######## design 1 ########
**src/rtl/icache_direct.sv**
```systemverilog
// icache_direct: direct-mapped instruction cache with one-word lines, between the
// fetch stage and the memory controller. A lookup hits in the same cycle it is asked.
// On a miss the cache reads one word from memory and writes it into the line.
//
// Ports:
//   CLK, nRST            clock (rising edge), asynchronous active-low reset
//   imemREN, imemaddr    fetch request and byte address from the datapath
//   ihit, imemload       hit strobe and instruction word (imemload is 0 when there is no hit)
//   iflush               clears every valid bit at the clock edge
//   iREN, iaddr          single-word read request and word address to memory
//   iwait, iload         memory busy flag; while iwait is low, iload holds the read data
//   hit_count,           saturating statistics counters; these ports exist only when
//   miss_count           ICACHE_STATS_EN is defined
//
// Optional feature macro: ICACHE_STATS_EN
module icache_direct #(
  parameter int unsigned SETS      = 16,
  parameter int unsigned RESET_TAG = 0
) (
  input  logic        CLK,
  input  logic        nRST,
  input  logic        imemREN,
  input  logic [31:0] imemaddr,
  output logic        ihit,
  output logic [31:0] imemload,
  input  logic        iflush,
  output logic        iREN,
  output logic [31:0] iaddr,
  input  logic        iwait,
  input  logic [31:0] iload
`ifdef ICACHE_STATS_EN
  ,
  output logic [31:0] hit_count,
  output logic [31:0] miss_count
`endif
);

  localparam int unsigned IDXW = $clog2(SETS);
  localparam int unsigned TAGW = 30 - IDXW;

  typedef enum logic [0:0] {StIdle, StFill} state_e;

  state_e            state_q;
  logic [29:0]       miss_word_q;  // word address of the line being filled
  logic [SETS-1:0]   valid_q;
  logic [TAGW-1:0]   tag_q  [SETS];
  logic [31:0]       data_q [SETS];

  logic [IDXW-1:0]   req_idx;
  logic [TAGW-1:0]   req_tag;
  logic [IDXW-1:0]   fill_idx;
  logic [TAGW-1:0]   fill_tag;
  logic              lookup_hit;
  logic              miss_det;
  logic              fill_done;

  // The byte offset plays no part in the lookup.
  logic unused_addr_bits;
  assign unused_addr_bits = ^imemaddr[1:0];

  assign req_idx  = imemaddr[IDXW+1:2];
  assign req_tag  = imemaddr[31:IDXW+2];
  assign fill_idx = miss_word_q[IDXW-1:0];
  assign fill_tag = miss_word_q[29:IDXW];

  assign lookup_hit = valid_q[req_idx] && (tag_q[req_idx] == req_tag);
  assign miss_det   = (state_q == StIdle) && imemREN && !lookup_hit;
  assign fill_done  = (state_q == StFill) && !iwait;

  always_comb begin
    ihit     = 1'b0;
    imemload = '0;
    iREN     = 1'b0;
    iaddr    = '0;
    if (state_q == StIdle) begin
      ihit = imemREN && lookup_hit;
      if (ihit) begin
        imemload = data_q[req_idx];
      end
    end else begin
      // iREN comes from the state register alone, so reset drops it at once.
      iREN  = 1'b1;
      iaddr = {miss_word_q, 2'b00};
    end
  end

  // Control FSM. While a fill is in progress, fetch redirects and stalls are ignored.
  always_ff @(posedge CLK or negedge nRST) begin
    if (!nRST) begin
      state_q     <= StIdle;
      miss_word_q <= '0;
    end else begin
      unique case (state_q)
        StIdle: begin
          if (miss_det) begin
            miss_word_q <= imemaddr[31:2];
            state_q     <= StFill;
          end
        end
        StFill: begin
          if (!iwait) begin
            state_q <= StIdle;
          end
        end
        default: state_q <= StIdle;
      endcase
    end
  end

  // Line storage: one write port (the fill) and one combinational read port.
  always_ff @(posedge CLK or negedge nRST) begin
    if (!nRST) begin
      valid_q <= '0;
      for (int i = 0; i < int'(SETS); i++) begin
        tag_q[i]  <= TAGW'(RESET_TAG);
        data_q[i] <= '0;
      end
    end else begin
      if (fill_done) begin
        data_q[fill_idx] <= iload;
        tag_q[fill_idx]  <= fill_tag;
      end
      // A flush in the same cycle as fill completion leaves the new line invalid.
      if (iflush) begin
        valid_q <= '0;
      end else if (fill_done) begin
        valid_q[fill_idx] <= 1'b1;
      end
    end
  end

`ifdef ICACHE_STATS_EN
  logic [31:0] hit_count_q;
  logic [31:0] miss_count_q;

  always_ff @(posedge CLK or negedge nRST) begin
    if (!nRST) begin
      hit_count_q  <= '0;
      miss_count_q <= '0;
    end else begin
      if (ihit && (hit_count_q != 32'hFFFF_FFFF)) begin
        hit_count_q <= hit_count_q + 32'd1;
      end
      if (miss_det && (miss_count_q != 32'hFFFF_FFFF)) begin
        miss_count_q <= miss_count_q + 32'd1;
      end
    end
  end

  assign hit_count  = hit_count_q;
  assign miss_count = miss_count_q;
`endif

endmodule

```
**config.mk**
```make
export PLATFORM = sky130hd
export DESIGN_NAME = icache_direct
export DESIGN_NICKNAME = d
export VERILOG_FILES = /design/src/rtl/icache_direct.sv
export SDC_FILE = /design/constraint.sdc
export NUM_CORES = 1
export LEC_CHECK = 0
export ABC_CLOCK_PERIOD_IN_PS = 8500
export CELL_PAD_IN_SITES_DETAIL_PLACEMENT = 1
export CELL_PAD_IN_SITES_GLOBAL_PLACEMENT = 1
export CORE_MARGIN = 3
export CORE_UTILIZATION = 30
export DETAILED_ROUTE_END_ITERATION = 10
export PLACE_DENSITY = 0.56
export SETUP_SLACK_MARGIN = 0.15
export SLEW_MARGIN = 40
export SYNTH_ARGS = -nofsm -noshare
export SYNTH_HDL_FRONTEND = slang
export SYNTH_SLANG_ARGS = --single-unit
```
**constraint.sdc**
```tcl
create_clock -name CLK -period 8.5 [get_ports CLK]
set_input_delay 2.55 -clock CLK [delete_from_list [all_inputs] [get_ports CLK]]
set_output_delay 2.55 -clock CLK [all_outputs]
set_load 0.005 [all_outputs]
```
==> job_summary.md <==
## PnR job results

| Metric | Value |
|---|---|
| Status | `complete, no violations` |
| Most frequent cell after synthesis | `dfrtp_1` |
| WL met2 | `68000 um` |
| Type of origin of the critical path | `primary input` |
| Met1 WL | `roughly 63000 um` |
| Sequential area share after synthesis | `0.537` |
| Number of clock buffers in the layout | `about 160` |
| Synthesized area | `~0.045 mm2` |
| Comb. pwr | `approximately 4000 uW` |
| Clock Sink Count | `about 980` |
| Pre-CTS setup slack | `-314 ps` |
| Setup violators final | `0` |
| Drt drc | `0` |
| Ys flop type | `dfrtp_1` |
| Clk buf depth | `3` |
| R2R cell count | `8` |
| Die extent in y | `between 300 and 400 um` |
| Final Slew Violations | `0` |
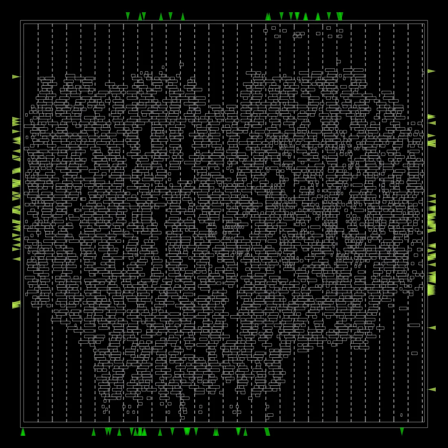
design_1/final_placement.png
Tap Cells: 2016
Rows: 142
Core Region: 0.150 mm2
Finished Layout Cells: 5159

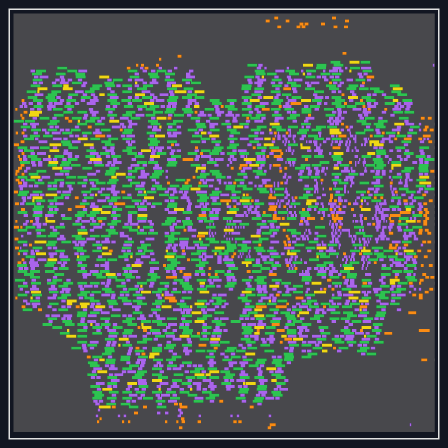
design_1/cell_classes.png
Fill, decap, tap and diode cells in grey.
- other buffers and delay cells: orange (cells 303; share of their area 6.3%)
- flip-flops: green (cells 975; share of their area 48%)
- clock drivers and dummy loads: yellow (cells 192; share of their area 7.1%)
- all other logic: purple (cells 1667; share of their area 39%)

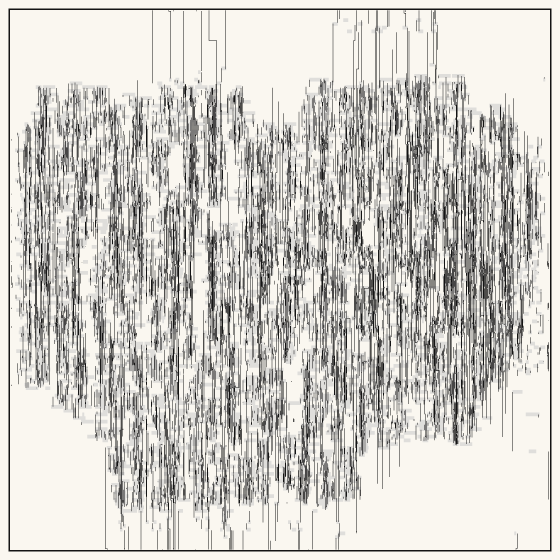
design_1/met2.png
- wire length on this layer: 68.0 mm
- nets with wire on the layer: 3013
- share of all routed wire: 49%
- main direction: vertical


######## design 2 ########
design_2/cell_classes.png
Fill, decap, tap and diode cells in grey.
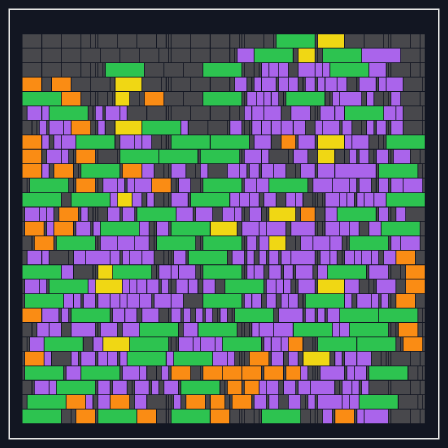
design_2/port_nets.png
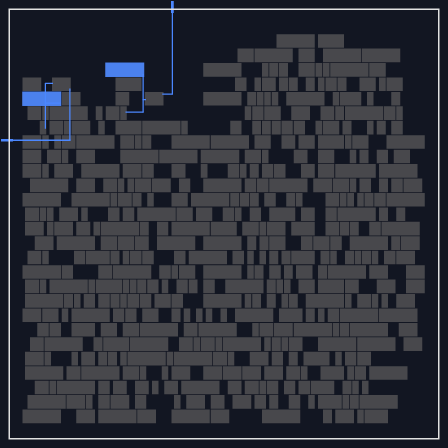
$ cat src/rtl/idle_controller.sv
// Idle-state controller for the Simon game. Shows a rotating attract
// pattern while enabled, captures settings and a non-zero seed on a start
// press, and holds a launch request until the game FSM acknowledges it.
module idle_controller #(
  parameter int unsigned N_COLORS    = 4,
  parameter int unsigned MODE_W      = 2,
  parameter int unsigned LEVEL_W     = 2,
  parameter int unsigned SPEED_W     = 2,
  parameter int unsigned SEED_W      = 16,
  parameter int unsigned ATTRACT_DIV = 25_000_000
) (
  input  logic                i_clk,
  input  logic                i_rst_n,
  input  logic                i_enable,
  input  logic                i_start,
  input  logic [MODE_W-1:0]   i_mode,
  input  logic [LEVEL_W-1:0]  i_level,
  input  logic [SPEED_W-1:0]  i_speed,
  input  logic                i_ack,
  output logic [MODE_W-1:0]   o_mode,
  output logic [LEVEL_W-1:0]  o_level,
  output logic [SPEED_W-1:0]  o_speed,
  output logic [SEED_W-1:0]   o_seed,
  output logic                o_ready,
  output logic [N_COLORS-1:0] o_leds,
  output logic                o_active,
  output logic                o_done
);

  localparam int unsigned         PRE_W     = (ATTRACT_DIV > 2) ? $clog2(ATTRACT_DIV) : 1;
  localparam logic [PRE_W-1:0]    PRE_LAST  = PRE_W'(ATTRACT_DIV - 1);
  localparam logic [N_COLORS-1:0] LED_FIRST = N_COLORS'(1);
  localparam logic [SEED_W-1:0]   SEED_ONE  = SEED_W'(1);

  typedef enum logic [1:0] {
    S_DISABLED = 2'd0,
    S_ATTRACT  = 2'd1,
    S_LAUNCH   = 2'd2,
    S_HANDOFF  = 2'd3
  } state_t;

  state_t              state, state_nxt;
  logic [PRE_W-1:0]    pre, pre_nxt;
  logic [SEED_W-1:0]   free_cnt;
  logic                start_prev;
  logic                start_edge;

  logic [MODE_W-1:0]   mode_nxt;
  logic [LEVEL_W-1:0]  level_nxt;
  logic [SPEED_W-1:0]  speed_nxt;
  logic [SEED_W-1:0]   seed_nxt;
  logic                ready_nxt;
  logic [N_COLORS-1:0] leds_nxt;
  logic                active_nxt;
  logic                done_nxt;

  assign start_edge = i_start & ~start_prev;

  // State, counters and registered outputs
  always_ff @(posedge i_clk) begin
    if (!i_rst_n) begin
      state      <= S_DISABLED;
      pre        <= '0;
      free_cnt   <= '0;
      start_prev <= 1'b0;
      o_mode     <= '0;
      o_level    <= '0;
      o_speed    <= '0;
      o_seed     <= '0;
      o_ready    <= 1'b0;
      o_leds     <= '0;
      o_active   <= 1'b0;
      o_done     <= 1'b0;
    end else begin
      state      <= state_nxt;
      pre        <= pre_nxt;
      free_cnt   <= free_cnt + SEED_W'(1);
      start_prev <= i_start;
      o_mode     <= mode_nxt;
      o_level    <= level_nxt;
      o_speed    <= speed_nxt;
      o_seed     <= seed_nxt;
      o_ready    <= ready_nxt;
      o_leds     <= leds_nxt;
      o_active   <= active_nxt;
      o_done     <= done_nxt;
    end
  end

  // Next-state and next-output logic; disable overrides start and ack
  always_comb begin
    state_nxt = state;
    pre_nxt   = pre;
    mode_nxt  = o_mode;
    level_nxt = o_level;
    speed_nxt = o_speed;
    seed_nxt  = o_seed;
    ready_nxt = o_ready;
    leds_nxt  = '0;
    done_nxt  = 1'b0;

    if (!i_enable) begin
      state_nxt = S_DISABLED;
      pre_nxt   = '0;
    end else begin
      case (state)
        S_DISABLED: begin
          state_nxt = S_ATTRACT;
          pre_nxt   = '0;
          leds_nxt  = LED_FIRST;
        end
        S_ATTRACT: begin
          if (start_edge) begin
            state_nxt = S_LAUNCH;
            pre_nxt   = '0;
            mode_nxt  = i_mode;
            level_nxt = i_level;
            speed_nxt = i_speed;
            seed_nxt  = (free_cnt == '0) ? SEED_ONE : free_cnt;
            ready_nxt = 1'b1;
            done_nxt  = 1'b1;
          end else if (pre == PRE_LAST) begin
            pre_nxt  = '0;
            leds_nxt = {o_leds[N_COLORS-2:0], o_leds[N_COLORS-1]};
          end else begin
            pre_nxt  = pre + PRE_W'(1);
            leds_nxt = o_leds;
          end
        end
        S_LAUNCH: begin
          if (i_ack) state_nxt = S_HANDOFF;
          else       done_nxt  = 1'b1;
        end
        S_HANDOFF: begin
          state_nxt = S_HANDOFF;
        end
        default: begin
          state_nxt = S_DISABLED;
        end
      endcase
    end

    active_nxt = (state_nxt != S_DISABLED);
  end

endmodule

$ cat config.mk
export PLATFORM = sky130hd
export DESIGN_NAME = idle_controller
export DESIGN_NICKNAME = d
export VERILOG_FILES = /design/src/rtl/idle_controller.sv
export SDC_FILE = /design/constraint.sdc
export NUM_CORES = 1
export LEC_CHECK = 0
export ABC_AREA = 0
export CAP_MARGIN = 20
export CORE_MARGIN = 2
export CORE_UTILIZATION = 58
export CTS_BUF_LIST = sky130_fd_sc_hd__clkbuf_2 sky130_fd_sc_hd__clkbuf_4 sky130_fd_sc_hd__clkbuf_8
export CTS_CLUSTER_SIZE = 8
export DETAILED_ROUTE_END_ITERATION = 6
export PLACE_DENSITY = 0.89
export SLEW_MARGIN = 20
export SYNTH_ARGS = -nofsm -noshare
export SYNTH_HDL_FRONTEND = slang
export SYNTH_SLANG_ARGS = --single-unit
$ cat constraint.sdc
create_clock -name i_clk -period 3 [get_ports i_clk]
set_clock_uncertainty 0.2 [all_clocks]
set_input_delay 0.3 -clock i_clk [delete_from_list [all_inputs] [get_ports i_clk]]
set_output_delay 0.3 -clock i_clk [all_outputs]
set_load 0.01 [all_outputs]
==> job_summary.md <==
## PnR job results

| Metric | Value |
|---|---|
| Rows | `27` |
| Switching power total | `~450 uW` |
| Commonest Layout Cell | `dfxtp_1` |
| Yosys Instances | `402` |
| Status | `complete, no violations` |
| Met1 WL | `between 3000 and 4000 um` |
| Ports | `roughly 40` |
| Biggest area cells | `dfxtp_1, nand2_1, a21boi_0` |
| CP Data Required Time | `between 3000 and 4000 ps` |
| Hold Buf Count CTS | `0` |
| FP Util | `0.611` |
| Die X | `80.6 um` |
| Clock Sink Count | `73` |
| Tool warnings | `30` |
| Leakage power | `between 0.001 and 0.0015 uW` |
| Combinational share of cell area | `0.448` |
| Post-Syn Instances | `approximately 400` |
| Most frequent cell after synthesis | `dfxtp_1` |
| CP endpoint | `pre[20]$_SDFFE_PN0P_` |
| CP arrival | `around 2600 ps` |
| Synth-to-Final Area Change | `18.4%` |
| Post-CTS Setup Repair Bufs | `0` |
| Top delay family on crit path | `simple AND/OR/NAND/NOR gates` |
| Type of origin of the critical path | `flip-flop` |
| Num CTS Buffers | `9` |
| Most frequent cells after synthesis | `dfxtp_1, nand2_1, a21boi_0, nand3_1, nor2_1` |
| Antenna violations before repair | `0` |
| First-pass GRT wire length | `12900 um` |
| CTS resizes | `0` |
| Max Freq | `between 0.3 and 0.4 GHz` |
| Drt drc | `0` |
| Crit share post-route | `0.867` |
| Highest routed metal layer | `met4` |
## Picture notes: design_2/cell_classes.png
- other buffers and delay cells: orange (cells 46; share of their area 11%)
- flip-flops: green (cells 73; share of their area 37%)
- all other logic: purple (cells 311; share of their area 47%)
- clock drivers and dummy loads: yellow (cells 16; share of their area 4.7%)

## Picture notes: design_2/port_nets.png
- `o_level`: blue (bits 2; direction output; edge 1 north, 1 west; end cells 2; buffers 2; wire 61.4 um)


######## design 3 ########
[src/rtl/pixel_raster_transfer_if.sv]
// Signal bundle between the raster read engine, the image ROM and the downstream masking logic.
// The master side is the engine; the slave side is ROM plus pixel consumer.
interface pixel_raster_transfer_if #(
    parameter int PIX_W = 12,
    parameter int ROW_W = 8,
    parameter int COL_W = 9
);
    logic [PIX_W-1:0] rom_pixel;
    logic [ROW_W-1:0] rom_pix_row;
    logic [COL_W-1:0] rom_pix_col;
    logic [PIX_W-1:0] pixel_out;
    logic [ROW_W-1:0] pix_row;
    logic [COL_W-1:0] pix_col;
    logic             pix_valid;
    logic             frame_end;

    modport master (
        input  rom_pixel,
        output rom_pix_row, rom_pix_col,
        output pixel_out, pix_row, pix_col, pix_valid, frame_end
    );

    modport slave (
        output rom_pixel,
        input  rom_pix_row, rom_pix_col,
        input  pixel_out, pix_row, pix_col, pix_valid, frame_end
    );
endinterface

[src/rtl/pixel_raster_transfer.sv]
// Raster-scan read engine: walks an asynchronous image ROM one pixel per clock and
// emits each colour registered together with the coordinates it was read from.
module pixel_raster_transfer #(
    parameter int IMG_W = 320,
    parameter int IMG_H = 240,
    parameter int PIX_W = 12,
    parameter int ROW_W = 8,
    parameter int COL_W = 9
) (
    input  logic                  i_clk,
    input  logic                  i_rst,
    pixel_raster_transfer_if.master io_bus
);
    localparam logic [COL_W-1:0] COL_LAST = COL_W'(IMG_W - 1);
    localparam logic [ROW_W-1:0] ROW_LAST = ROW_W'(IMG_H - 1);

    logic [ROW_W-1:0] r_scan_row;
    logic [COL_W-1:0] r_scan_col;
    logic [PIX_W-1:0] r_pixel_out;
    logic [ROW_W-1:0] r_pix_row;
    logic [COL_W-1:0] r_pix_col;
    logic             r_pix_valid;
    logic             r_frame_end;

    logic w_col_last;
    logic w_row_last;

    assign w_col_last = (r_scan_col == COL_LAST);
    assign w_row_last = (r_scan_row == ROW_LAST);

    // ROM address comes straight off the counters so the returned colour lines up
    // with the coordinates captured on the same edge.
    assign io_bus.rom_pix_row = r_scan_row;
    assign io_bus.rom_pix_col = r_scan_col;

    always_ff @(posedge i_clk) begin
        if (i_rst) begin
            r_scan_row  <= '0;
            r_scan_col  <= '0;
            r_pixel_out <= '0;
            r_pix_row   <= '0;
            r_pix_col   <= '0;
            r_pix_valid <= 1'b0;
            r_frame_end <= 1'b0;
        end else begin
            // NOTE: non-blocking assignments so every register samples pre-edge values;
            // pix_row/pix_col must capture the address the ROM is answering, not the next one.
            r_pixel_out <= io_bus.rom_pixel;
            r_pix_row   <= r_scan_row;
            r_pix_col   <= r_scan_col;
            r_pix_valid <= 1'b1;
            r_frame_end <= w_row_last && w_col_last;

            if (w_col_last) begin
                r_scan_col <= '0;
                r_scan_row <= w_row_last ? '0 : r_scan_row + ROW_W'(1);
            end else begin
                r_scan_col <= r_scan_col + COL_W'(1);
            end
        end
    end

    assign io_bus.pixel_out = r_pixel_out;
    assign io_bus.pix_row   = r_pix_row;
    assign io_bus.pix_col   = r_pix_col;
    assign io_bus.pix_valid = r_pix_valid;
    assign io_bus.frame_end = r_frame_end;
endmodule

[src/flat_wrapper.sv]
// flat-port wrapper written by rule: the top's interface ports become plain ports
module pixel_raster_transfer_flat 
#(
    parameter int IMG_W = 320,
    parameter int IMG_H = 240,
    parameter int PIX_W = 12,
    parameter int ROW_W = 8,
    parameter int COL_W = 9
)
  (i_clk, i_rst, io_bus_rom_pixel, io_bus_rom_pix_row, io_bus_rom_pix_col, io_bus_pixel_out, io_bus_pix_row, io_bus_pix_col, io_bus_pix_valid, io_bus_frame_end);
  pixel_raster_transfer_if #(.PIX_W(PIX_W), .ROW_W(ROW_W), .COL_W(COL_W)) io_bus_i ();
  input  logic i_clk;
  input  logic i_rst;
  input wire logic [$bits(io_bus_i.rom_pixel)-1:0] io_bus_rom_pixel;
  output wire logic [$bits(io_bus_i.rom_pix_row)-1:0] io_bus_rom_pix_row;
  output wire logic [$bits(io_bus_i.rom_pix_col)-1:0] io_bus_rom_pix_col;
  output wire logic [$bits(io_bus_i.pixel_out)-1:0] io_bus_pixel_out;
  output wire logic [$bits(io_bus_i.pix_row)-1:0] io_bus_pix_row;
  output wire logic [$bits(io_bus_i.pix_col)-1:0] io_bus_pix_col;
  output wire logic [$bits(io_bus_i.pix_valid)-1:0] io_bus_pix_valid;
  output wire logic [$bits(io_bus_i.frame_end)-1:0] io_bus_frame_end;
  assign io_bus_i.rom_pixel = io_bus_rom_pixel;
  assign io_bus_rom_pix_row = io_bus_i.rom_pix_row;
  assign io_bus_rom_pix_col = io_bus_i.rom_pix_col;
  assign io_bus_pixel_out = io_bus_i.pixel_out;
  assign io_bus_pix_row = io_bus_i.pix_row;
  assign io_bus_pix_col = io_bus_i.pix_col;
  assign io_bus_pix_valid = io_bus_i.pix_valid;
  assign io_bus_frame_end = io_bus_i.frame_end;
  pixel_raster_transfer #(.IMG_W(IMG_W), .IMG_H(IMG_H), .PIX_W(PIX_W), .ROW_W(ROW_W), .COL_W(COL_W)) u_core (.i_clk(i_clk), .i_rst(i_rst), .io_bus(io_bus_i));
endmodule
[config.mk]
export PLATFORM = sky130hd
export DESIGN_NAME = pixel_raster_transfer_flat
export DESIGN_NICKNAME = d
export VERILOG_FILES = /design/src/rtl/pixel_raster_transfer_if.sv /design/src/rtl/pixel_raster_transfer.sv /design/src/flat_wrapper.sv
export SDC_FILE = /design/constraint.sdc
export NUM_CORES = 1
export LEC_CHECK = 0
export CAP_MARGIN = 30
export CORE_MARGIN = 1
export CORE_UTILIZATION = 46
export CTS_CLUSTER_DIAMETER = 100
export CTS_CLUSTER_SIZE = 12
export DETAILED_ROUTE_END_ITERATION = 12
export PLACE_DENSITY = 0.95
export SETUP_SLACK_MARGIN = 0.3
export SYNTH_ARGS = -nofsm -noshare
export SYNTH_HDL_FRONTEND = slang
export SYNTH_SLANG_ARGS = --single-unit
[constraint.sdc]
create_clock -name i_clk -period 2.6 [get_ports i_clk]
set_input_delay 0.52 -clock i_clk [delete_from_list [all_inputs] [get_ports i_clk]]
set_output_delay 0.52 -clock i_clk [all_outputs]
set_load 0.01 [all_outputs]
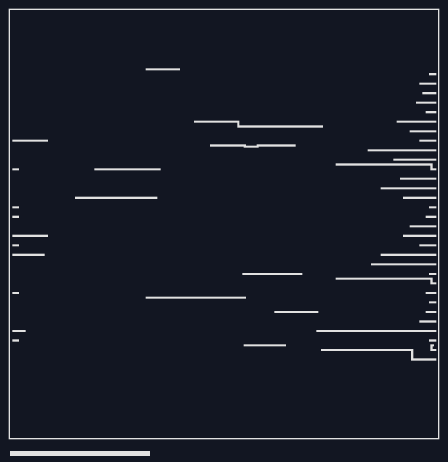
design_3/met3.png
Scale bar: 20 um.
- main direction: horizontal
- wire length on this layer: 263 um

==> job_summary.md <==
## PnR job results

| Metric | Value |
|---|---|
| Worst path buffer plus inverter count | `1` |
| Area leader, netlist | `dfxtp_1` |
| Status | `complete, no violations` |
| Area leader share | `0.596` |
| Non-Clock Buffer Area Fraction | `0.269` |
| Top Usage Layer GRT | `met2` |
| Met2 global-route usage | `0.318` |
| WP depth | `1` |
| Non-clk bufs | `approximately 63` |
| Commonest Layout Cell | `clkdlybuf4s50_1` |
| Met3 Use GR | `0.0714` |
| CP max-delay cell | `clkdlybuf4s50_1` |
| Hpwl dp | `about 2300 um` |
| Top Layout Cells | `clkdlybuf4s50_1, dfxtp_1, nor2b_1, nor2_1` |
| Total power | `approximately 1200 uW` |
| Syn nets | `around 170` |
| MUX area fraction | `0.00621` |
| Synthesized area per cell | `approximately 10 um2` |
| Synth-to-Final Area Change | `44.1%` |
| Clock Sink Count | `around 48` |
| Grt met1 use | `0.201` |
| R2R setup slack | `650 ps` |
| Top power group | `registers` |
| Largest net degree at the start of global routing | `26` |
| Core Region | `0.00334 mm2` |
| Fin crit period | `~2000 ps` |
| Fillers | `approximately 270` |
| CP arrival | `approximately 1500 ps` |
| Cells after DPL | `about 260` |
| Routed wl met3 | `263 um` |
| Remaining global-route overflow | `0` |
| CTS resizes | `0` |
| TNS Setup | `0 ps` |
| Dominant kind of cell | `sequential cells` |
| WL met2 | `roughly 1500 um` |
| Pre-Repair DR Iteration Count | `4` |
| Met1 WL | `1340 um` |
| PwrDens | `513 mW/mm2` |
| Die area | `0.00374 mm2` |
| Synthesized area | `about 0.0016 mm2` |
| Library cells used by synthesis | `34` |
| Yosys reg bits | `roughly 48` |
| Synth Area in Compound Gates | `0.0691` |
| Final Hold Viols | `0` |
| Final net count | `~230` |
| Antenna violations before repair | `0` |
| Seq pwr share | `0.639` |
| H-tree depth | `2` |
| DRT Wirelength | `3180 um` |
| Vias | `about 1300` |
| Clk buf depth | `2` |
| Vias in the first global route | `approximately 1100` |
| Worst-path cell chain | `clkdlybuf4s50_1` |
| Type of origin of the critical path | `flip-flop` |
| I/O Buffers | `just over 60` |
| Async SR Flop Fraction | `0` |
| Post-CTS Setup Repair Bufs | `0` |
| Final instance area | `0.00232 mm2` |
| Post-synth EDFFs | `0` |
| CTS root buffer | `clkbuf_4` |
| Die X | `between 60 and 70 um` |
| Most frequent cells after synthesis | `dfxtp_1, nor2b_1, nor2_1, a21oi_1, nand3_1` |
| Clock skew | `3.19 ps` |
| Fin util | `0.696` |
| Rows | `21` |
| Gr usage total | `0.189` |
| Pre-CTS setup slack | `between 600 and 700 ps` |
| Proportion of cell area spent on the clock network | `0.0253` |
| CP Class | `flip-flop to output port` |
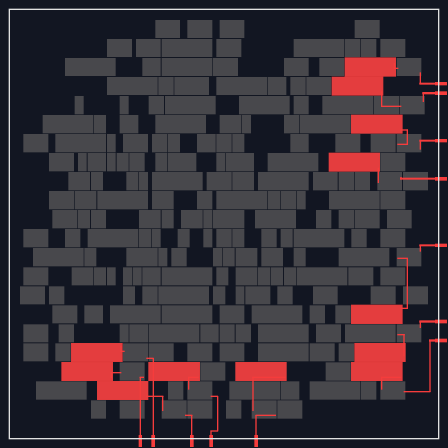
design_3/port_nets.png
- `io_bus_pixel_out`: red (bits 12; direction output; edge 7 east, 5 south; end cells 12; buffers 12; wire 121 um)


######## design 4 ########
design_4/port_nets.png
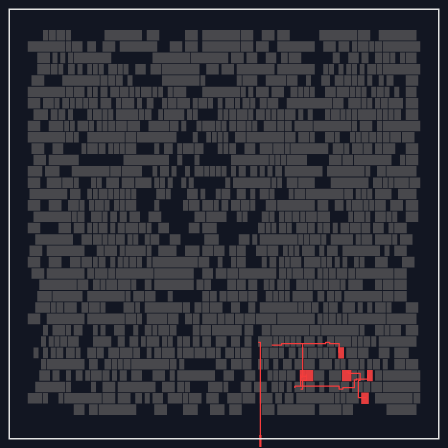
design_4/cell_classes.png
Fill, decap, tap and diode cells in grey.
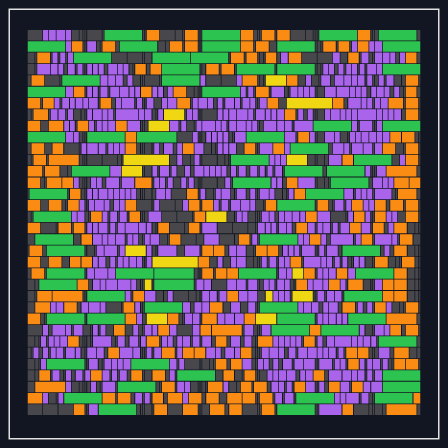
[src/rtl/special_reg_bank.sv]
// special_reg_bank
// Seven WIDTH-bit special-purpose counters (ROW, COL, CURR, STA, STB, STC, R1)
// advanced by one-bit increment strobes, with a datapath write port, a
// registered read port and sticky per-register overflow flags.
// Register index map: 0=ROW 1=COL 2=CURR 3=STA 4=STB 5=STC 6=R1, 7 unmapped.
// Build option: define SRB_SATURATE_EN to make counters hold at all-ones
// instead of wrapping to zero (overflow flag is still raised).

module special_reg_bank #(
    parameter int WIDTH = 8
) (
    input  logic             clk,
    input  logic             rst_n,
    input  logic             inc_ROW,
    input  logic             inc_COL,
    input  logic             inc_CURR,
    input  logic             inc_STA,
    input  logic             inc_STB,
    input  logic             inc_STC,
    input  logic             inc_R1,
    input  logic             wr_en,
    input  logic [2:0]       wr_sel,
    input  logic [WIDTH-1:0] wr_data,
    input  logic [2:0]       rd_sel,
    output logic [WIDTH-1:0] rd_data,
    output logic [WIDTH-1:0] row_q,
    output logic [WIDTH-1:0] col_q,
    output logic [WIDTH-1:0] curr_q,
    output logic [WIDTH-1:0] sta_q,
    output logic [WIDTH-1:0] stb_q,
    output logic [WIDTH-1:0] stc_q,
    output logic [WIDTH-1:0] r1_q,
    output logic [6:0]       ovf,
    input  logic             ovf_clr
);

    localparam int NREG = 7;

    logic [WIDTH-1:0] regs     [NREG];
    logic [WIDTH-1:0] regs_nxt [NREG];
    logic [NREG-1:0]  ovf_q;
    logic [NREG-1:0]  ovf_nxt;
    logic [NREG-1:0]  inc_vec;
    logic [WIDTH-1:0] rd_nxt;

    assign inc_vec = {inc_R1, inc_STC, inc_STB, inc_STA, inc_CURR, inc_COL, inc_ROW};

    // Per-register next value: write beats increment beats hold.
    // A new overflow beats ovf_clr; a write always clears its own flag.
    always_comb begin
        for (int i = 0; i < NREG; i++) begin
            regs_nxt[i] = regs[i];
            ovf_nxt[i]  = ovf_q[i] & ~ovf_clr;
            if (wr_en && (wr_sel == 3'(i))) begin
                regs_nxt[i] = wr_data;
                ovf_nxt[i]  = 1'b0;
            end else if (inc_vec[i]) begin
                if (&regs[i]) begin
                    ovf_nxt[i] = 1'b1;
`ifdef SRB_SATURATE_EN
                    regs_nxt[i] = regs[i];
`else
                    regs_nxt[i] = '0;
`endif
                end else begin
                    regs_nxt[i] = regs[i] + WIDTH'(1);
                end
            end
        end
    end

    // Read mux sees pre-update contents, so same-cycle writes are not bypassed.
    always_comb begin
        rd_nxt = '0;
        for (int i = 0; i < NREG; i++) begin
            if (rd_sel == 3'(i)) begin
                rd_nxt = regs[i];
            end
        end
    end

    // Register state, overflow flags and read data, cleared asynchronously.
    always_ff @(posedge clk or negedge rst_n) begin
        if (!rst_n) begin
            for (int i = 0; i < NREG; i++) begin
                regs[i] <= '0;
            end
            ovf_q   <= '0;
            rd_data <= '0;
        end else begin
            for (int i = 0; i < NREG; i++) begin
                regs[i] <= regs_nxt[i];
            end
            ovf_q   <= ovf_nxt;
            rd_data <= rd_nxt;
        end
    end

    assign row_q  = regs[0];
    assign col_q  = regs[1];
    assign curr_q = regs[2];
    assign sta_q  = regs[3];
    assign stb_q  = regs[4];
    assign stc_q  = regs[5];
    assign r1_q   = regs[6];
    assign ovf    = ovf_q;

endmodule
[config.mk]
export PLATFORM = sky130hd
export DESIGN_NAME = special_reg_bank
export DESIGN_NICKNAME = d
export VERILOG_FILES = /design/src/rtl/special_reg_bank.sv
export SDC_FILE = /design/constraint.sdc
export NUM_CORES = 1
export LEC_CHECK = 0
export ABC_AREA = 1
export CAP_MARGIN = 5
export CORE_MARGIN = 4
export CORE_UTILIZATION = 52
export CTS_CLUSTER_SIZE = 24
export DETAILED_ROUTE_END_ITERATION = 10
export PLACE_DENSITY = 0.8
export SLEW_MARGIN = 15
export SYNTH_ARGS = -nofsm -noshare
export SYNTH_HDL_FRONTEND = slang
export SYNTH_SLANG_ARGS = --single-unit
[constraint.sdc]
create_clock -name clk -period 1.5 [get_ports clk]
set_input_delay 0.375 -clock clk [delete_from_list [all_inputs] [get_ports clk]]
set_output_delay 0.375 -clock clk [all_outputs]
set_load 0.01 [all_outputs]
==> job_summary.md <==
## PnR job results

| Metric | Value |
|---|---|
| Syn nets | `705` |
| Xor/xnor share | `0.0376` |
| Cells after DPL | `975` |
| CTS tree | `built` |
| Crit-path max FO | `3` |
| Status | `complete, no violations` |
| Area post-placement | `between 0.006 and 0.007 mm2` |
| Final Slew Violations | `0` |
| R2R setup slack | `50 ps` |
| Flop+latch power | `2870 uW` |
| Proportion of cell area spent on the clock network | `0.0354` |
| Pre-Repair DR Iteration Count | `7` |
| Vias | `a little under 6000` |
| Synth Area in Adders | `0.0188` |
| Non-Clock Buffer Area Fraction | `0.272` |
| #MultiIn Comb | `488` |
| Share of layout cells above drive strength 1 | `0.215` |
| Area leader, netlist | `dfrtp_1` |
## Picture notes: design_4/port_nets.png
- `inc_CURR`: red (bits 1; direction input; edge south; end cells 6; buffers 3; wire 93.4 um)

## Picture notes: design_4/cell_classes.png
- flip-flops: green (cells 71; share of their area 26%)
- other buffers and delay cells: orange (cells 219; share of their area 28%)
- all other logic: purple (cells 591; share of their area 42%)
- clock drivers and dummy loads: yellow (cells 16; share of their area 3.6%)


######## design 5 ########
design_5/met3.png
Scale bar: 20 um.
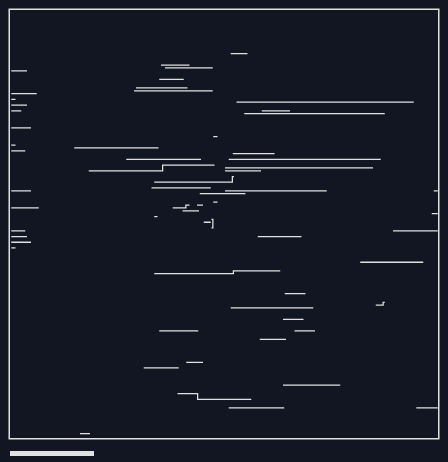
design_5/met2.png
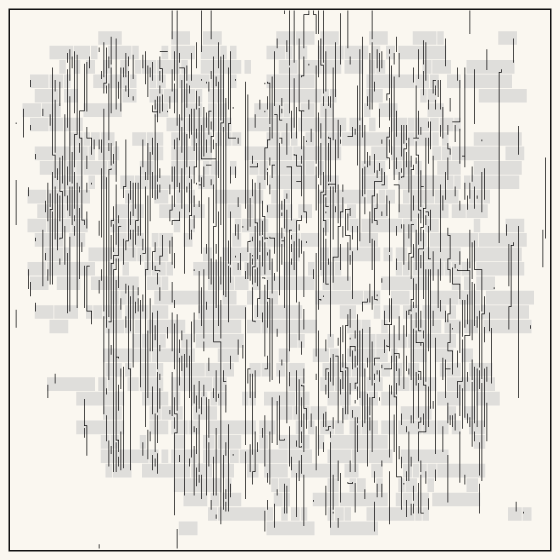
File: src/rtl/alu_seq.sv
// Multi-cycle ALU: single-cycle FWD/ADD/AND/OR, bit-serial shifts, shift-add multiply.
// START/BUSY/DONE handshake with registered RESULT and CARRY.
module alu_seq #(
  parameter int WIDTH   = 8,
  parameter int SHAMT_W = $clog2(WIDTH)
) (
  input  logic             CLK,
  input  logic             RESET_N,
  input  logic             START,
  input  logic [2:0]       SELECT,
  input  logic [WIDTH-1:0] DATA1,
  input  logic [WIDTH-1:0] DATA2,
  output logic [WIDTH-1:0] RESULT,
  output logic             ZERO,
  output logic             CARRY,
  output logic             BUSY,
  output logic             DONE
);

  localparam int CNT_W = SHAMT_W + 1;

  typedef enum logic [1:0] {IDLE, SHIFT, MUL} state_t;

  state_t               state;
  logic [1:0]           shop;
  logic [CNT_W-1:0]     count;
  logic [WIDTH-1:0]     acc;
  logic [2*WIDTH-1:0]   mcand;
  logic [2*WIDTH-1:0]   prod;

  logic [WIDTH-1:0]     sh_next;
  logic                 sh_out;
  logic [2*WIDTH-1:0]   prod_next;
  logic [WIDTH:0]       sum;
  logic [SHAMT_W-1:0]   shamt;

  assign sum   = {1'b0, DATA1} + {1'b0, DATA2};
  assign shamt = DATA2[SHAMT_W-1:0];
  assign ZERO  = (RESULT == '0);

  // One-bit shift step; shop holds SELECT[1:0] (00 SLL, 01 SRL, 10 SRA).
  always_comb begin
    sh_next = acc;
    sh_out  = 1'b0;
    case (shop)
      2'b00: begin
        sh_next = {acc[WIDTH-2:0], 1'b0};
        sh_out  = acc[WIDTH-1];
      end
      2'b01: begin
        sh_next = {1'b0, acc[WIDTH-1:1]};
        sh_out  = acc[0];
      end
      default: begin
        sh_next = {acc[WIDTH-1], acc[WIDTH-1:1]};
        sh_out  = acc[0];
      end
    endcase
  end

  // acc doubles as the multiplier shift register during MUL.
  assign prod_next = prod + (acc[0] ? mcand : '0);

  always_ff @(posedge CLK or negedge RESET_N) begin
    if (!RESET_N) begin
      state  <= IDLE;
      shop   <= '0;
      count  <= '0;
      acc    <= '0;
      mcand  <= '0;
      prod   <= '0;
      RESULT <= '0;
      CARRY  <= 1'b0;
      BUSY   <= 1'b0;
      DONE   <= 1'b0;
    end else begin
      DONE <= 1'b0;
      case (state)
        IDLE: begin
          if (START) begin
            case (SELECT)
              3'b000: begin
                RESULT <= DATA2;
                CARRY  <= 1'b0;
                DONE   <= 1'b1;
              end
              3'b001: begin
                RESULT <= sum[WIDTH-1:0];
                CARRY  <= sum[WIDTH];
                DONE   <= 1'b1;
              end
              3'b010: begin
                RESULT <= DATA1 & DATA2;
                CARRY  <= 1'b0;
                DONE   <= 1'b1;
              end
              3'b011: begin
                RESULT <= DATA1 | DATA2;
                CARRY  <= 1'b0;
                DONE   <= 1'b1;
              end
              3'b111: begin
                state <= MUL;
                BUSY  <= 1'b1;
                count <= CNT_W'(WIDTH);
                acc   <= DATA2;
                mcand <= {{WIDTH{1'b0}}, DATA1};
                prod  <= '0;
              end
              default: begin
                if (shamt == '0) begin
                  RESULT <= DATA1;
                  CARRY  <= 1'b0;
                  DONE   <= 1'b1;
                end else begin
                  state <= SHIFT;
                  BUSY  <= 1'b1;
                  shop  <= SELECT[1:0];
                  count <= {1'b0, shamt};
                  acc   <= DATA1;
                end
              end
            endcase
          end
        end
        SHIFT: begin
          acc   <= sh_next;
          count <= count - CNT_W'(1);
          if (count == CNT_W'(1)) begin
            RESULT <= sh_next;
            CARRY  <= sh_out;
            DONE   <= 1'b1;
            BUSY   <= 1'b0;
            state  <= IDLE;
          end
        end
        MUL: begin
          prod  <= prod_next;
          mcand <= mcand << 1;
          acc   <= acc >> 1;
          count <= count - CNT_W'(1);
          if (count == CNT_W'(1)) begin
            RESULT <= prod_next[WIDTH-1:0];
            CARRY  <= |prod_next[2*WIDTH-1:WIDTH];
            DONE   <= 1'b1;
            BUSY   <= 1'b0;
            state  <= IDLE;
          end
        end
        default: state <= IDLE;
      endcase
    end
  end

endmodule

File: config.mk
export PLATFORM = sky130hd
export DESIGN_NAME = alu_seq
export DESIGN_NICKNAME = d
export VERILOG_FILES = /design/src/rtl/alu_seq.sv
export SDC_FILE = /design/constraint.sdc
export NUM_CORES = 1
export LEC_CHECK = 0
export CAP_MARGIN = 15
export CORE_MARGIN = 2
export CORE_UTILIZATION = 50
export CTS_CLUSTER_SIZE = 16
export DETAILED_ROUTE_END_ITERATION = 6
export PLACE_DENSITY_LB_ADDON = 0.2
export SLEW_MARGIN = 20
export SYNTH_ARGS = -nofsm -noshare
export SYNTH_HDL_FRONTEND = slang
export SYNTH_SLANG_ARGS = --single-unit
export TNS_END_PERCENT = 100
File: constraint.sdc
create_clock -name CLK -period 6.9 [get_ports CLK]
set_clock_uncertainty 0.2 [all_clocks]
set_input_delay 2.07 -clock CLK [delete_from_list [all_inputs] [get_ports CLK]]
set_output_delay 2.07 -clock CLK [all_outputs]
set_load 0.02 [all_outputs]
==> job_summary.md <==
## PnR job results

| Metric | Value |
|---|---|
| Yosys Instances | `~570` |
| Post-detailed-route count of antenna-violating nets | `0` |
| Wire per inst | `around 17 um` |
| Reg-to-Reg Start | `acc[0]$_DFFE_PN0P_` |
| Pre-CTS setup slack | `approximately 1700 ps` |
| Hold Path Class | `flip-flop to flip-flop` |
| Proportion of cell area spent on the clock network | `0.0360` |
| Area leader share | `0.308` |
| Worst-path clk slew | `70 ps` |
| Unrepaired setup endpoints after global routing | `no` |
| Flop+latch power | `around 560 uW` |
| Final Hold Viols | `0` |
| Status | `complete, no violations` |
| Xor/xnor share | `0.0327` |
| Highest routed metal layer | `met4` |
| Post-CTS Setup Repair Bufs | `0` |
| Worst Hold Margin | `approximately 300 ps` |
| Vias in the first global route | `just under 4000` |
| Pre-Repair DR Iteration Count | `5` |
Notes on design_5/met3.png above:
- longest straight run: 41.9 um
- wire length on this layer: 606 um
- share of all routed wire: 5.0%
- nets with wire on the layer: 51

Notes on design_5/met2.png above:
- main direction: vertical
- share of all routed wire: 46%
- nets with wire on the layer: 519


######## design 6 ########
design_6/final_placement.png
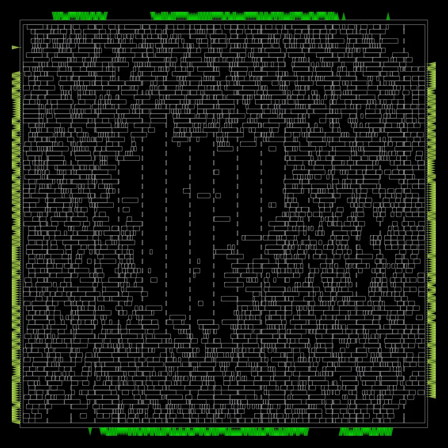
[src/rtl/ysyx_22040931_mem_stage_pkg.sv]
// Shared encodings for the MEM stage: load/store op codes, FSM state codes, lane geometry and
// access-size helpers.
package ysyx_22040931_mem_stage_pkg;

  localparam logic [2:0] MemRopLb  = 3'b000;
  localparam logic [2:0] MemRopLh  = 3'b001;
  localparam logic [2:0] MemRopLw  = 3'b010;
  localparam logic [2:0] MemRopLd  = 3'b011;
  localparam logic [2:0] MemRopLbu = 3'b100;
  localparam logic [2:0] MemRopLhu = 3'b101;
  localparam logic [2:0] MemRopLwu = 3'b110;

  localparam logic [2:0] MemWopSb = 3'b000;
  localparam logic [2:0] MemWopSh = 3'b001;
  localparam logic [2:0] MemWopSw = 3'b010;
  localparam logic [2:0] MemWopSd = 3'b011;

  localparam logic [0:0] StIdle = 1'b0;
  localparam logic [0:0] StBus  = 1'b1;

  localparam int unsigned LaneBytes = 8;
  localparam int unsigned LaneOffW  = 3;

  // log2 of access bytes; loads encode it in memrop[1:0] (111 aliases LD), stores saturate to SD.
  function automatic logic [1:0] access_size(logic wr, logic [2:0] rop, logic [2:0] wop);
    if (wr) begin
      return wop[2] ? 2'd3 : wop[1:0];
    end
    return rop[1:0];
  endfunction

  function automatic logic [LaneBytes-1:0] store_mask(logic [2:0] wop, logic [LaneOffW-1:0] off);
    logic [LaneBytes-1:0] base;
    unique case (access_size(1'b1, 3'b000, wop))
      2'd0:    base = 8'h01;
      2'd1:    base = 8'h03;
      2'd2:    base = 8'h0F;
      default: base = 8'hFF;
    endcase
    return base << off;
  endfunction

  function automatic logic is_misaligned(logic [1:0] size, logic [LaneOffW-1:0] off);
    unique case (size)
      2'd0:    return 1'b0;
      2'd1:    return off[0];
      2'd2:    return off[1:0] != 2'b00;
      default: return off != 3'b000;
    endcase
  endfunction

endpackage

[src/rtl/ysyx_22040931_load_ext.sv]
// Load data alignment: shifts the bus word down to the addressed lane, then truncates and
// sign/zero-extends according to the load op code.
module ysyx_22040931_load_ext
  import ysyx_22040931_mem_stage_pkg::*;
#(
  parameter int unsigned DATA_W = 64
) (
  input  logic [DATA_W-1:0]   rdata_i,
  input  logic [LaneOffW-1:0] off_i,
  input  logic [2:0]          memrop_i,
  output logic [DATA_W-1:0]   data_o
);

  logic [DATA_W-1:0] shifted;
  assign shifted = rdata_i >> {off_i, 3'b000};

  always_comb begin
    data_o = shifted;
    unique case (memrop_i)
      MemRopLb:  data_o = {{(DATA_W-8){shifted[7]}}, shifted[7:0]};
      MemRopLh:  data_o = {{(DATA_W-16){shifted[15]}}, shifted[15:0]};
      MemRopLw:  data_o = {{(DATA_W-32){shifted[31]}}, shifted[31:0]};
      MemRopLbu: data_o = {{(DATA_W-8){1'b0}}, shifted[7:0]};
      MemRopLhu: data_o = {{(DATA_W-16){1'b0}}, shifted[15:0]};
      MemRopLwu: data_o = {{(DATA_W-32){1'b0}}, shifted[31:0]};
      default:   data_o = shifted;
    endcase
  end

endmodule

[src/rtl/ysyx_22040931_mem_stage.sv]
// MEM stage: one EX result in flight, one data-bus transaction, registered result to WB.
// Define YSYX_22040931_MISALIGN_CHECK_EN to add the mem_misalign output and misalignment check.
module ysyx_22040931_mem_stage
  import ysyx_22040931_mem_stage_pkg::*;
#(
  parameter int unsigned ADDR_W = 32,
  parameter int unsigned DATA_W = 64
) (
  input  logic              clock,
  input  logic              reset,
  input  logic              in_valid,
  output logic              in_ready,
  input  logic              w_ena_i,
  input  logic [4:0]        w_addr_i,
  input  logic [DATA_W-1:0] w_data_i,
  input  logic              mem_ena_i,
  input  logic              mem_wr_i,
  input  logic [2:0]        memrop_i,
  input  logic [2:0]        memwop_i,
  input  logic [ADDR_W-1:0] mem_addr_i,
  input  logic [DATA_W-1:0] mem_data_i,
  input  logic [63:0]       pc_i,
  input  logic [31:0]       instr_i,
  output logic              out_valid,
  input  logic              out_ready,
  output logic              w_ena,
  output logic [4:0]        w_addr,
  output logic [DATA_W-1:0] w_data,
  output logic [63:0]       pc_o,
  output logic [31:0]       instr_o,
`ifdef YSYX_22040931_MISALIGN_CHECK_EN
  output logic              mem_misalign,
`endif
  output logic              dmem_req,
  output logic              dmem_wr,
  output logic [ADDR_W-1:0] dmem_addr,
  output logic [DATA_W-1:0] dmem_wdata,
  output logic [LaneBytes-1:0] dmem_wmask,
  input  logic              dmem_ack,
  input  logic [DATA_W-1:0] dmem_rdata
);

  logic [0:0] state_q, state_d;
  logic       out_valid_q, out_valid_d;

  // Request latch, held stable for the whole bus transaction.
  logic                 req_wr_q;
  logic [ADDR_W-1:0]    req_addr_q;
  logic [DATA_W-1:0]    req_wdata_q;
  logic [LaneBytes-1:0] req_mask_q;
  logic [2:0]           req_rop_q;
  logic                 lat_w_ena_q;
  logic [4:0]           lat_w_addr_q;
  logic [DATA_W-1:0]    lat_w_data_q;
  logic [63:0]          lat_pc_q;
  logic [31:0]          lat_instr_q;

  logic              w_ena_q, w_ena_d;
  logic [4:0]        w_addr_q, w_addr_d;
  logic [DATA_W-1:0] w_data_q, w_data_d;
  logic [63:0]       pc_q, pc_d;
  logic [31:0]       instr_q, instr_d;
  logic              misalign_q, misalign_d;

  logic              accept, mis_in, go_bus, bus_done, load_out;
  logic [DATA_W-1:0] ext_data;

  assign in_ready = (state_q == StIdle) && (!out_valid_q || out_ready);
  assign accept   = in_valid && in_ready;

`ifdef YSYX_22040931_MISALIGN_CHECK_EN
  assign mis_in = mem_ena_i &&
                  is_misaligned(access_size(mem_wr_i, memrop_i, memwop_i), mem_addr_i[2:0]);
  assign mem_misalign = misalign_q;
`else
  assign mis_in = 1'b0;
`endif

  assign go_bus   = accept && mem_ena_i && !mis_in;
  assign bus_done = (state_q == StBus) && dmem_ack;
  assign load_out = (accept && !go_bus) || bus_done;

  ysyx_22040931_load_ext #(
    .DATA_W (DATA_W)
  ) u_load_ext (
    .rdata_i  (dmem_rdata),
    .off_i    (req_addr_q[2:0]),
    .memrop_i (req_rop_q),
    .data_o   (ext_data)
  );

  always_comb begin
    state_d = state_q;
    if (state_q == StIdle && go_bus) begin
      state_d = StBus;
    end else if (bus_done) begin
      state_d = StIdle;
    end

    out_valid_d = out_valid_q;
    if (load_out) begin
      out_valid_d = 1'b1;
    end else if (out_ready) begin
      out_valid_d = 1'b0;
    end

    if (bus_done) begin
      w_ena_d    = lat_w_ena_q;
      w_addr_d   = lat_w_addr_q;
      w_data_d   = req_wr_q ? lat_w_data_q : ext_data;
      pc_d       = lat_pc_q;
      instr_d    = lat_instr_q;
      misalign_d = 1'b0;
    end else begin
      w_ena_d    = w_ena_i && !mis_in;
      w_addr_d   = w_addr_i;
      w_data_d   = w_data_i;
      pc_d       = pc_i;
      instr_d    = instr_i;
      misalign_d = mis_in;
    end
  end

  always_ff @(posedge clock or posedge reset) begin
    if (reset) begin
      state_q      <= StIdle;
      out_valid_q  <= 1'b0;
      req_wr_q     <= 1'b0;
      req_addr_q   <= '0;
      req_wdata_q  <= '0;
      req_mask_q   <= '0;
      req_rop_q    <= '0;
      lat_w_ena_q  <= 1'b0;
      lat_w_addr_q <= '0;
      lat_w_data_q <= '0;
      lat_pc_q     <= '0;
      lat_instr_q  <= '0;
      w_ena_q      <= 1'b0;
      w_addr_q     <= '0;
      w_data_q     <= '0;
      pc_q         <= '0;
      instr_q      <= '0;
      misalign_q   <= 1'b0;
    end else begin
      state_q     <= state_d;
      out_valid_q <= out_valid_d;
      if (go_bus) begin
        req_wr_q     <= mem_wr_i;
        req_addr_q   <= mem_addr_i;
        req_wdata_q  <= mem_data_i << {mem_addr_i[2:0], 3'b000};
        req_mask_q   <= mem_wr_i ? store_mask(memwop_i, mem_addr_i[2:0]) : '0;
        req_rop_q    <= memrop_i;
        lat_w_ena_q  <= w_ena_i;
        lat_w_addr_q <= w_addr_i;
        lat_w_data_q <= w_data_i;
        lat_pc_q     <= pc_i;
        lat_instr_q  <= instr_i;
      end
      if (load_out) begin
        w_ena_q    <= w_ena_d;
        w_addr_q   <= w_addr_d;
        w_data_q   <= w_data_d;
        pc_q       <= pc_d;
        instr_q    <= instr_d;
        misalign_q <= misalign_d;
      end
    end
  end

  assign out_valid  = out_valid_q;
  assign w_ena      = w_ena_q;
  assign w_addr     = w_addr_q;
  assign w_data     = w_data_q;
  assign pc_o       = pc_q;
  assign instr_o    = instr_q;
  assign dmem_req   = (state_q == StBus);
  assign dmem_wr    = req_wr_q;
  assign dmem_addr  = {req_addr_q[ADDR_W-1:3], 3'b000};
  assign dmem_wdata = req_wdata_q;
  assign dmem_wmask = req_mask_q;

endmodule

[config.mk]
export PLATFORM = sky130hd
export DESIGN_NAME = ysyx_22040931_mem_stage
export DESIGN_NICKNAME = d
export VERILOG_FILES = /design/src/rtl/ysyx_22040931_mem_stage_pkg.sv /design/src/rtl/ysyx_22040931_load_ext.sv /design/src/rtl/ysyx_22040931_mem_stage.sv
export SDC_FILE = /design/constraint.sdc
export NUM_CORES = 1
export LEC_CHECK = 0
export ABC_AREA = 0
export CORE_MARGIN = 1.5
export CORE_UTILIZATION = 41
export DETAILED_ROUTE_END_ITERATION = 6
export MAX_ROUTING_LAYER = met4
export PLACE_DENSITY = 0.7
export SLEW_MARGIN = 30
export SYNTH_ARGS = -nofsm -noshare
export SYNTH_HDL_FRONTEND = slang
export SYNTH_SLANG_ARGS = --single-unit
[constraint.sdc]
create_clock -name clock -period 21.7 [get_ports clock]
set_input_delay 5.425 -clock clock [delete_from_list [all_inputs] [get_ports clock]]
set_output_delay 5.425 -clock clock [all_outputs]
set_load 0.01 [all_outputs]
==> job_summary.md <==
## PnR job results

| Metric | Value |
|---|---|
| Status | `complete, no violations` |
| Worst-path clk slew | `about 60 ps` |
| Gr usage total | `0.293` |
| Ys flop type | `dfrtp_1` |
| CTS root buffer | `clkbuf_16` |
| Clock share of power | `0.256` |
| Area leader share | `0.494` |
| Max VDD drop | `between 60 and 70 uV` |
| Post-Syn Instances | `around 2500` |
| Sw Ratio | `0.340` |
| Met2 global-route usage | `0.473` |
| #MultiIn Comb | `1804` |
| Worst setup margin | `9350 ps` |
| Remaining global-route overflow | `0` |
| Cell mode on critical path | `clkdlybuf4s50_1` |
| CP Class | `primary input to output port` |
| CP endpoint | `in_ready` |
| DR iter-0 viols | `approximately 2100` |
| Top delay family on crit path | `buffers and inverters` |
| Share of layout cells above drive strength 1 | `0.0667` |
| Synthesized area | `roughly 0.022 mm2` |
| Final instance area | `just over 0.03 mm2` |
| Xor/xnor share | `0` |
| Combinational share of cell area | `0.338` |
| Area post-placement | `0.0286 mm2` |
| Grt met1 use | `0.355` |
| Antenna Cells | `10` |
| Final Wtd Congestion | `0.999` |
| Internal power component | `between 2000 and 2500 uW` |
| Gate Area | `0.0102 mm2` |
| Flop+latch power | `about 1300 uW` |
| Simple-gate share of the synthesized area | `0.212` |
| Final Slew Violations | `0` |
| Hold Crit Depth | `2` |
| First-pass GRT wire length | `around 120000 um` |
| Top logic family | `simple AND/OR/NAND/NOR gates` |
| Crit share post-route | `0.569` |
| Final net count | `3291` |
| Synthesized area per cell | `roughly 9 um2` |
| Pre-Repair DR Iteration Count | `6` |
| Type of origin of the critical path | `primary input` |
| Hold Path Class | `flip-flop to flip-flop` |
| Met3 Use GR | `0.0667` |
| Hold Buf Count CTS | `0` |
| Commonest Layout Cell | `nand2_1` |
| CP Data Required Time | `~16000 ps` |
| Cells after DPL | `between 3000 and 4000` |
| CP max-delay cell | `clkdlybuf4s50_1` |
| Switching power total | `about 1100 uW` |
| Proportion of cell area spent on the clock network | `0.0538` |
## Picture notes: design_6/final_placement.png
Rows: 85
fraction of area in registers: 0.365



==> layout pictures side by side <==
Met3 routing.
Plate I
Scale bar: 20 um.
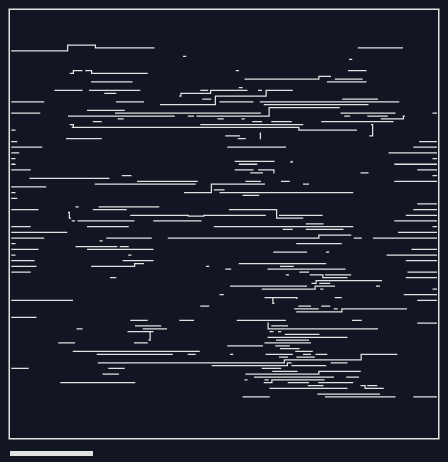
Plate II
Scale bar: 50 um.
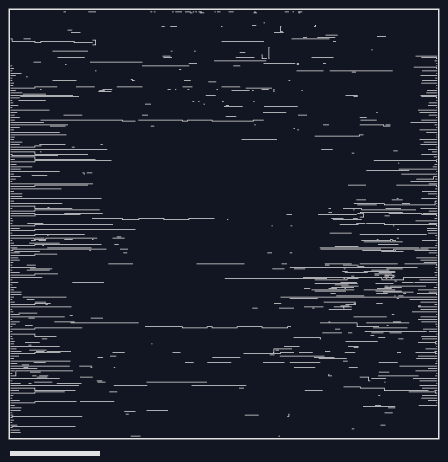
Plate III
Scale bar: 100 um.
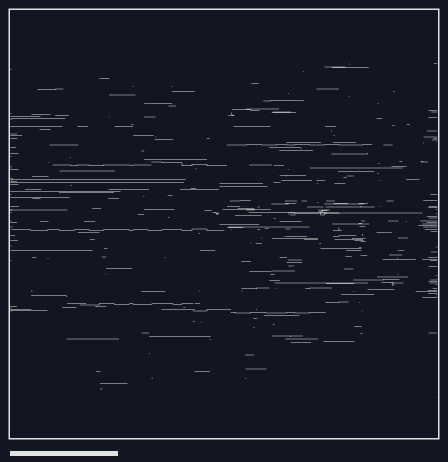
Plate IV
Scale bar: 20 um.
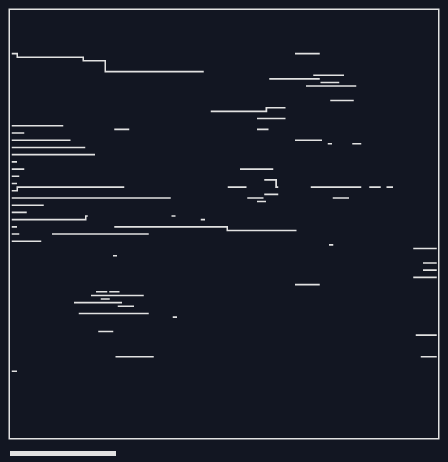
Of these, smallest die: Plate IV
Of these, largest die: Plate III
Plate IV is design 2.
Plate II is design 6.
Plate III is design 1.
Plate I is design 4.

Key to Plate I:
- nets with wire on the layer: 163
- longest straight run: 54.3 um
- main direction: horizontal

No activity file was given, so power comes from the tool's default toggle rates.
